# block 1

`src/rtl/regs_bus_arbiter_pkg.sv`:
```
// Shared definitions for the two-core register-bus arbiter: FSM states,
// owner encoding, default bus widths and the round-robin pick helper.
package regs_bus_arbiter_pkg;

  localparam int unsigned ADDR_W_DEFAULT = 22;
  localparam int unsigned DATA_W_DEFAULT = 32;

  typedef enum logic [1:0] {
    ST_IDLE  = 2'b00,
    ST_ISSUE = 2'b01,
    ST_ACK   = 2'b10
  } arb_state_e;

  typedef enum logic {
    OWNER_A = 1'b0,
    OWNER_B = 1'b1
  } owner_e;

  // A lone requester wins; on contention the pointer decides (0 favours A).
  function automatic owner_e rr_pick(input logic a_req, input logic b_req, input logic ptr);
    if (a_req && b_req) return owner_e'(ptr);
    else if (b_req)     return OWNER_B;
    else                return OWNER_A;
  endfunction

endpackage

```
`src/rtl/regs_bus_arbiter.sv`:
```
// Two-core register-bus arbiter: IDLE -> ISSUE -> ACK, one transaction per 3 cycles.
// Optional bus locking is compiled in when the macro ARB_LOCK_EN is defined.
module regs_bus_arbiter
  import regs_bus_arbiter_pkg::*;
#(
  parameter int unsigned ADDR_W = ADDR_W_DEFAULT,
  parameter int unsigned DATA_W = DATA_W_DEFAULT
) (
  input  logic              clk,
  input  logic              rst_n,
  input  logic              a_req,
  input  logic              a_wr,
  input  logic [ADDR_W-1:0] a_addr,
  input  logic [DATA_W-1:0] a_wdata,
  input  logic              a_lock,
  input  logic              b_req,
  input  logic              b_wr,
  input  logic [ADDR_W-1:0] b_addr,
  input  logic [DATA_W-1:0] b_wdata,
  input  logic              b_lock,
  output logic              a_ack,
  output logic [DATA_W-1:0] a_rdata,
  output logic              b_ack,
  output logic [DATA_W-1:0] b_rdata,
  output logic [ADDR_W-1:0] addr,
  output logic              we,
  output logic              re,
  output logic [DATA_W-1:0] write_data,
  input  logic [DATA_W-1:0] read_data,
  output logic              owner,
  output logic              busy
);

  arb_state_e        state_q, state_d;
  owner_e            owner_q;
  owner_e            grant_id;
  logic              grant_valid;
  logic              rr_ptr_q;
  logic              lock_q;
  logic              owner_req;

  logic              sel_wr;
  logic [ADDR_W-1:0] sel_addr;
  logic [DATA_W-1:0] sel_wdata;

  logic              we_q, re_q;
  logic              a_ack_q, b_ack_q;
  logic [ADDR_W-1:0] addr_q;
  logic [DATA_W-1:0] wdata_q;
  logic [DATA_W-1:0] a_rdata_q, b_rdata_q;

  assign sel_wr    = (grant_id == OWNER_B) ? b_wr    : a_wr;
  assign sel_addr  = (grant_id == OWNER_B) ? b_addr  : a_addr;
  assign sel_wdata = (grant_id == OWNER_B) ? b_wdata : a_wdata;
  assign owner_req = (owner_q  == OWNER_B) ? b_req   : a_req;

`ifdef ARB_LOCK_EN
  logic grantee_lock;
  assign grantee_lock = (owner_q == OWNER_B) ? b_lock : a_lock;

  // The flag follows the grantee's lock at every ACK and is released early
  // when the owner stops requesting, letting the other core in that cycle.
  always_ff @(posedge clk) begin
    if (!rst_n) begin
      lock_q <= 1'b0;
    end else if (state_q == ST_ACK) begin
      lock_q <= grantee_lock;
    end else if (state_q == ST_IDLE && lock_q && !owner_req) begin
      lock_q <= 1'b0;
    end
  end
`else
  logic unused_lock;
  assign lock_q      = 1'b0;
  assign unused_lock = a_lock ^ b_lock;
`endif

  always_ff @(posedge clk) begin
    // NOTE: sequential state uses non-blocking assignments so every register
    // samples pre-edge values regardless of block ordering.
    if (!rst_n) state_q <= ST_IDLE;
    else        state_q <= state_d;
  end

  always_comb begin
    // NOTE: every signal written here gets a default first, so no path
    // through the case leaves a value unassigned and infers a latch.
    state_d     = state_q;
    grant_valid = 1'b0;
    grant_id    = owner_q;
    case (state_q)
      ST_IDLE: begin
        if (lock_q && owner_req) begin
          grant_valid = 1'b1;
          grant_id    = owner_q;
        end else if (a_req || b_req) begin
          grant_valid = 1'b1;
          grant_id    = rr_pick(a_req, b_req, rr_ptr_q);
        end
        if (grant_valid) state_d = ST_ISSUE;
      end
      ST_ISSUE: state_d = ST_ACK;
      ST_ACK:   state_d = ST_IDLE;
      default:  state_d = ST_IDLE;
    endcase
  end

  // Bus-side registers: strobes live only in ISSUE, acks only in ACK, and
  // addr/write_data hold the last issued values while idle.
  always_ff @(posedge clk) begin
    if (!rst_n) begin
      owner_q   <= OWNER_A;
      rr_ptr_q  <= 1'b0;
      we_q      <= 1'b0;
      re_q      <= 1'b0;
      a_ack_q   <= 1'b0;
      b_ack_q   <= 1'b0;
      addr_q    <= '0;
      wdata_q   <= '0;
      a_rdata_q <= '0;
      b_rdata_q <= '0;
    end else begin
      case (state_q)
        ST_IDLE: begin
          if (grant_valid) begin
            owner_q  <= grant_id;
            rr_ptr_q <= (grant_id == OWNER_A);
            addr_q   <= sel_addr;
            wdata_q  <= sel_wdata;
            we_q     <= sel_wr;
            re_q     <= !sel_wr;
          end
        end
        ST_ISSUE: begin
          we_q <= 1'b0;
          re_q <= 1'b0;
          if (re_q) begin
            if (owner_q == OWNER_B) b_rdata_q <= read_data;
            else                    a_rdata_q <= read_data;
          end
          a_ack_q <= (owner_q == OWNER_A);
          b_ack_q <= (owner_q == OWNER_B);
        end
        ST_ACK: begin
          a_ack_q <= 1'b0;
          b_ack_q <= 1'b0;
        end
        default: begin
          we_q    <= 1'b0;
          re_q    <= 1'b0;
          a_ack_q <= 1'b0;
          b_ack_q <= 1'b0;
        end
      endcase
    end
  end

  assign a_ack      = a_ack_q;
  assign b_ack      = b_ack_q;
  assign a_rdata    = a_rdata_q;
  assign b_rdata    = b_rdata_q;
  assign addr       = addr_q;
  assign write_data = wdata_q;
  assign we         = we_q;
  assign re         = re_q;
  assign owner      = owner_q;
  assign busy       = (state_q != ST_IDLE);

endmodule

```
`config.mk`:
```
export PLATFORM = sky130hd
export DESIGN_NAME = regs_bus_arbiter
export DESIGN_NICKNAME = d
export VERILOG_FILES = /design/src/rtl/regs_bus_arbiter_pkg.sv /design/src/rtl/regs_bus_arbiter.sv
export SDC_FILE = /design/constraint.sdc
export NUM_CORES = 1
export LEC_CHECK = 0
export CAP_MARGIN = 20
export CORE_MARGIN = 2
export CORE_UTILIZATION = 40
export CTS_CLUSTER_DIAMETER = 60
export DETAILED_ROUTE_END_ITERATION = 10
export PLACE_DENSITY = 0.85
export SYNTH_ARGS = -nofsm -noshare
export SYNTH_HDL_FRONTEND = slang
export SYNTH_SLANG_ARGS = --single-unit
```
`constraint.sdc`:
```
create_clock -name clk -period 3.5 [get_ports clk]
set_input_delay 0.7 -clock clk [delete_from_list [all_inputs] [get_ports clk]]
set_output_delay 0.7 -clock clk [all_outputs]
set_load 0.05 [all_outputs]
```
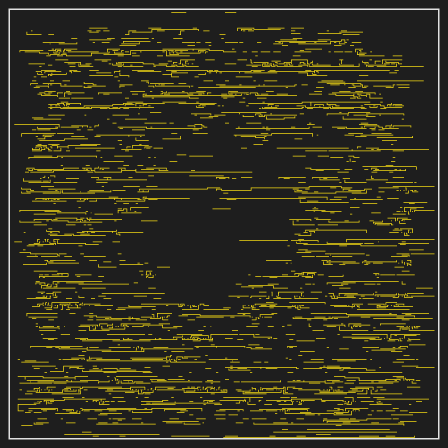
**Above:** block 1 (met1 routing).
share of all routed wire: 36%
nets with wire on the layer: 797
wire length on this layer: 5790 µm
longest straight run: 49.2 µm
main direction: horizontal
grt met1 use: 0.267
via count: 4878
final wirelength: 16.0 mm

==> changes_impl.md <==
### Implementation results

* Placed inst area at about 0.0072 mm²
* Seq_cells at between 100 and 150
* Sequential portion of the cell area at 0.323
* Io pins at about 270
* Detail Route Antenna Nets at 0
* Yosys aoi share at 0.201
* Hold_buf cts at 0
* Adder Share, Synth at 0
* Global route hottest layer: met2
* Min-delay worst type: flop to flop
* Diode count at 0
* CTS tree: built
* Die area at ~0.012 mm²
* FF-to-FF setup slack at about 1.6 ns
* CP startpoint: state_q[0]
* Async SR Flop Fraction at 0
* Critical path depth at 2
* Top routing layer in use: met4
* Initial DRC Count at around 440
* Status: finished, final reports clean
* Most common logic cell in the routed design: clkdlybuf4s50_1
* YS chip area at 0.00451 mm²
* Hold Path Stages at 2
* Yosys cell count at 502
* Max incr delay on CP at around 0.80 ns
* Initial antenna violation count at 0
* Gr ovfl total at 0
* Hold EP: b_rdata[16]
* Max cap viols at 0
* Tapcells inserted at 140
* Post-synth mux share at 0.00443
* Log Warnings at 28
* Max_slew headroom at 0.527
* DRC Markers at 0
* Setup repair bufs after CTS at 0
* Max Slew Vio Count at 0
* Crit. End Element: primary output
* Die Wd at ~110 µm
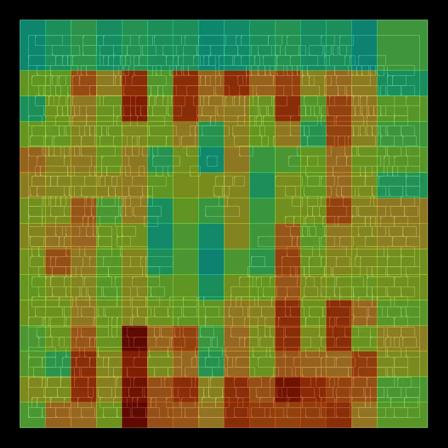
**Above:** block 1 (congestion heat map).
WL/cell: 17.7 µm
Final Util: 0.714
met2 Usage GRT: 0.450

[cell usage after synthesis (2+ instances only)]
library cell,n
buf_8,5
a21oi_1,65
dfxtp_1,126
nor2_1,63
mux2i_1,2
or3b_1,2
buf_2,10
a222oi_1,54
inv_1,2
clkbuf_1,26
nand2_1,128
buf_6,2
nand2b_1,2
[where the power goes]
group	switching, W	internal, W	total [W]	leakage, nW
clock	0.000592	0.00107	0.00166	0.290
sequential	0.0000457	0.00151	0.00156	1.03
combinational	0.000466	0.000350	0.000816	1.50
total	0.00110	0.00293	0.00404	2.82

# block 2

**Block 2: met1 routing**

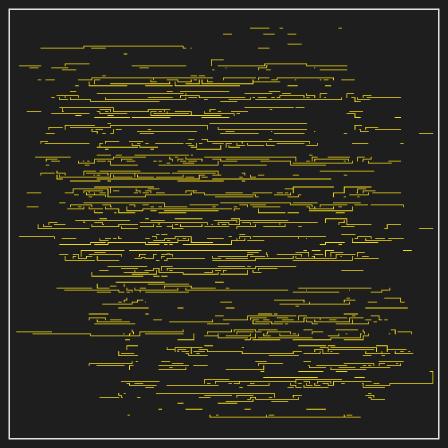
**Block 2: nets reached from selected ports**

Bar = 20 µm.
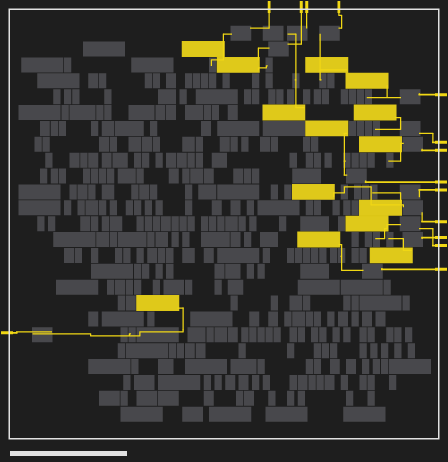
==> config.mk <==
export PLATFORM = sky130hd
export DESIGN_NAME = reed_conditioner_flat
export DESIGN_NICKNAME = d
export VERILOG_FILES = /design/src/rtl/reed_conditioner_if.sv /design/src/rtl/reed_conditioner.sv /design/src/flat_wrapper.sv
export SDC_FILE = /design/constraint.sdc
export NUM_CORES = 1
export LEC_CHECK = 0
export ABC_AREA = 1
export CORE_UTILIZATION = 45
export DETAILED_ROUTE_END_ITERATION = 7
export PLACE_DENSITY = 0.7
export SYNTH_ARGS = -nofsm -noshare
export SYNTH_HDL_FRONTEND = slang
export SYNTH_SLANG_ARGS = --single-unit
==> constraint.sdc <==
create_clock -name clock -period 3.05 [get_ports clock]
set_input_delay 0.61 -clock clock [delete_from_list [all_inputs] [get_ports clock]]
set_output_delay 0.61 -clock clock [all_outputs]
set_load 0.01 [all_outputs]
==> src/rtl/reed_conditioner_if.sv <==
// Reed conditioner signal bundle: the raw reed/enable inputs and the
// conditioned revolution pulse, period measurement and stall flag.
interface reed_conditioner_if #(
   parameter int PER_W = 14
);
   logic             reed_raw;
   logic             enable;
   logic             reed_pulse;
   logic [PER_W-1:0] period;
   logic             period_valid;
   logic             stalled;

   // Driver side (stimulus / upstream logic)
   modport master (
      output reed_raw,
      output enable,
      input  reed_pulse,
      input  period,
      input  period_valid,
      input  stalled
   );

   // Conditioner side
   modport slave (
      input  reed_raw,
      input  enable,
      output reed_pulse,
      output period,
      output period_valid,
      output stalled
   );
endinterface

==> src/rtl/reed_conditioner.sv <==
// Reed switch conditioner: synchronizes and debounces a bouncing reed input,
// emits one strobe per wheel revolution and measures the revolution period
// in clock cycles, flagging a stalled wheel when the period counter saturates.
module reed_conditioner #(
   parameter int DEB_CYCLES = 4,
   parameter int PER_W      = 14
) (
   input  logic             clock,
   input  logic             reset,
   reed_conditioner_if.slave bus
);
   localparam logic [1:0] ST_OPEN    = 2'd0;
   localparam logic [1:0] ST_CLOSING = 2'd1;
   localparam logic [1:0] ST_CLOSED  = 2'd2;
   localparam logic [1:0] ST_OPENING = 2'd3;

   localparam logic [7:0]       DEB_LAST = 8'(DEB_CYCLES - 1);
   localparam logic [PER_W-1:0] PER_MAX  = '1;

   logic             sync1_q;
   logic             sync_q;
   logic [1:0]       state_q, state_d;
   logic [7:0]       deb_cnt_q, deb_cnt_d;
   logic [PER_W-1:0] per_cnt_q, per_cnt_d;
   logic             seen_q, seen_d;
   logic             pulse_q, pulse_d;
   logic [PER_W-1:0] period_q, period_d;
   logic             valid_q, valid_d;
   logic             stalled_q, stalled_d;
   logic             accept;

   // Debounce FSM next state: a level change is accepted only after
   // DEB_CYCLES consecutive agreeing synchronized samples.
   always_comb begin
      state_d   = state_q;
      deb_cnt_d = deb_cnt_q;
      case (state_q)
         ST_OPEN: begin
            if (sync_q) begin
               state_d   = ST_CLOSING;
               deb_cnt_d = 8'd1;
            end
         end
         ST_CLOSING: begin
            if (!sync_q)                    state_d   = ST_OPEN;
            else if (deb_cnt_q == DEB_LAST) state_d   = ST_CLOSED;
            else                            deb_cnt_d = deb_cnt_q + 8'd1;
         end
         ST_CLOSED: begin
            if (!sync_q) begin
               state_d   = ST_OPENING;
               deb_cnt_d = 8'd1;
            end
         end
         ST_OPENING: begin
            if (sync_q)                     state_d   = ST_CLOSED;
            else if (deb_cnt_q == DEB_LAST) state_d   = ST_OPEN;
            else                            deb_cnt_d = deb_cnt_q + 8'd1;
         end
         default: state_d = ST_OPEN;
      endcase
   end

   // A revolution counts only on the debounced closing edge while enabled;
   // a release bounce (OPENING -> CLOSED) never counts.
   assign accept = (state_q == ST_CLOSING) && sync_q &&
                   (deb_cnt_q == DEB_LAST) && bus.enable;

   // Period measurement next state: saturating cycle counter, period capture
   // on each revolution after the first, stall flag on saturation.
   always_comb begin
      per_cnt_d = per_cnt_q;
      seen_d    = seen_q;
      pulse_d   = accept;
      period_d  = period_q;
      valid_d   = 1'b0;
      stalled_d = stalled_q;
      if (accept) begin
         per_cnt_d = '0;
         seen_d    = 1'b1;
         if (seen_q && (per_cnt_q != PER_MAX)) begin
            period_d  = per_cnt_q + 1'b1;
            valid_d   = 1'b1;
            stalled_d = 1'b0;
         end
      end else if (bus.enable && (per_cnt_q != PER_MAX)) begin
         per_cnt_d = per_cnt_q + 1'b1;
         if (per_cnt_q == PER_MAX - 1'b1) stalled_d = 1'b1;
      end
   end

   // State registers; reset overrides everything, including a debounce
   // in progress, so an interrupted closure must debounce again from scratch.
   always_ff @(posedge clock) begin
      if (reset) begin
         sync1_q   <= 1'b0;
         sync_q    <= 1'b0;
         state_q   <= ST_OPEN;
         deb_cnt_q <= 8'd0;
         per_cnt_q <= '0;
         seen_q    <= 1'b0;
         pulse_q   <= 1'b0;
         period_q  <= '0;
         valid_q   <= 1'b0;
         stalled_q <= 1'b1;
      end else begin
         sync1_q   <= bus.reed_raw;
         sync_q    <= sync1_q;
         state_q   <= state_d;
         deb_cnt_q <= deb_cnt_d;
         per_cnt_q <= per_cnt_d;
         seen_q    <= seen_d;
         pulse_q   <= pulse_d;
         period_q  <= period_d;
         valid_q   <= valid_d;
         stalled_q <= stalled_d;
      end
   end

   assign bus.reed_pulse   = pulse_q;
   assign bus.period       = period_q;
   assign bus.period_valid = valid_q;
   assign bus.stalled      = stalled_q;
endmodule

==> src/flat_wrapper.sv <==
// flat-port wrapper written by rule: the top's interface ports become plain ports
module reed_conditioner_flat 
#(
   parameter int DEB_CYCLES = 4,
   parameter int PER_W      = 14
)
  (clock, reset, bus_reed_raw, bus_enable, bus_reed_pulse, bus_period, bus_period_valid, bus_stalled);
  reed_conditioner_if #(.PER_W(PER_W)) bus_i ();
  input  logic clock;
  input  logic reset;
  input wire logic [$bits(bus_i.reed_raw)-1:0] bus_reed_raw;
  input wire logic [$bits(bus_i.enable)-1:0] bus_enable;
  output wire logic [$bits(bus_i.reed_pulse)-1:0] bus_reed_pulse;
  output wire logic [$bits(bus_i.period)-1:0] bus_period;
  output wire logic [$bits(bus_i.period_valid)-1:0] bus_period_valid;
  output wire logic [$bits(bus_i.stalled)-1:0] bus_stalled;
  assign bus_i.reed_raw = bus_reed_raw;
  assign bus_i.enable = bus_enable;
  assign bus_reed_pulse = bus_i.reed_pulse;
  assign bus_period = bus_i.period;
  assign bus_period_valid = bus_i.period_valid;
  assign bus_stalled = bus_i.stalled;
  reed_conditioner #(.DEB_CYCLES(DEB_CYCLES), .PER_W(PER_W)) u_core (.clock(clock), .reset(reset), .bus(bus_i));
endmodule
==> changes_impl.md <==
### Implementation results

* Fmax at ~0.48 GHz
* Die Wd at roughly 73 µm
* Layout cell share with drive strength beyond 1 at 0.0623
* Initial antenna violation count at 0
* Final worst slack at just under 1 ns
* Max cap viols at 0
* Reg2reg end: u_core.bus.period[12]
* Largest class: logic gates
* Log Warnings at 27
* Core Footprint at 0.00482 mm²
* Clock Skew at ~0.0069 ns
* Drt pass-1 iters at 4
* Seq_cells at roughly 44
* Yosys cell count at roughly 360
* Clk sink count at around 44
* Diode count at 0
* Grt met1 use at 0.289
* M1 WL at 2.52 mm
* Number of logic gates at between 200 and 300
* WP buf/inv at 1
* Status: finished, final reports clean
* Leak at about 1.2 nW
* First-pass GRT wire length at 8.24 mm
* FF-to-FF setup slack at about 1.2 ns
* Cell count after synthesis at between 300 and 400
* Starting Density at 0.475
* Row count at 25
* Hold EP: u_core.sync_q
* Post-DP HPWL at about 3.5 mm
* Yosys top cell by area: dfxtp_1
* DRC Markers at 0
* Max Slew Vio Count at 0
* Hold slack final at roughly 0.41 ns
* Final Util at 0.545
* Count of library flops with an enable pin at 0
* Inverters at between 50 and 60
* Met2 wire length at between 1.5 and 2 mm
## Picture notes: 'met1 routing' of block 2
nets with wire on the layer: 368
share of all routed wire: 54%
longest straight run: 25.8 µm
wire length on this layer: 2520 µm
main direction: horizontal

## Picture notes: 'nets reached from selected ports' of block 2
| color | port | bits | direction | end cells | buffers | wire |
|---|---|---|---|---|---|---|
| yellow | bus_period | 14 | output | 14 | 14 | 226 µm |

[kinds of logic after synthesis]
group / Yosys count / share of synthesized area
adder cells (fa/ha/maj): 3 / 0.0164
XOR/XNOR: 6 / 0.0230
buffers and inverters: 66 / 0.122
AND-OR/OR-AND: 21 / 0.0481
flip-flops: 44 / 0.385
AND/OR/NAND/NOR: 222 / 0.406
[where the power goes]
part	leakage [nW]	total, W	switching [W]	internal, W
clock	0.0510	0.000376	0.000195	0.000181
sequential	0.358	0.000605	0.0000169	0.000588
combinational	0.824	0.0000712	0.0000457	0.0000255
total	1.23	0.00105	0.000257	0.000794


## Gallery

Register map, names as in the netlist.
image #1
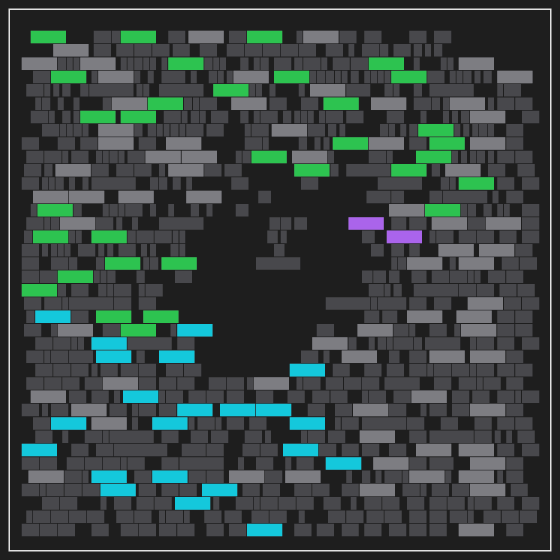
image #2
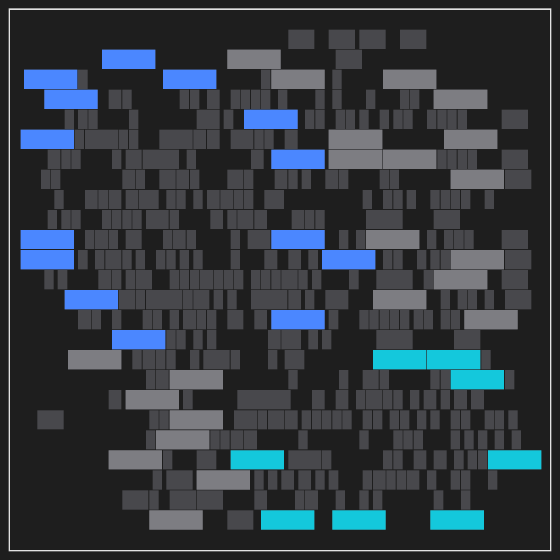
- most cells: image #1
| from | picture |
|---|---|
| block 1 | image #1 |
| block 2 | image #2 |

Key to image #2:
| color | netlist name | sequential cells |
|---|---|---|
| cyan | u_core.deb_cnt_q | 8 |
| blue | u_core.per_cnt_q | 14 |
not colored: 22

Power is estimated from default activity; no workload was simulated.
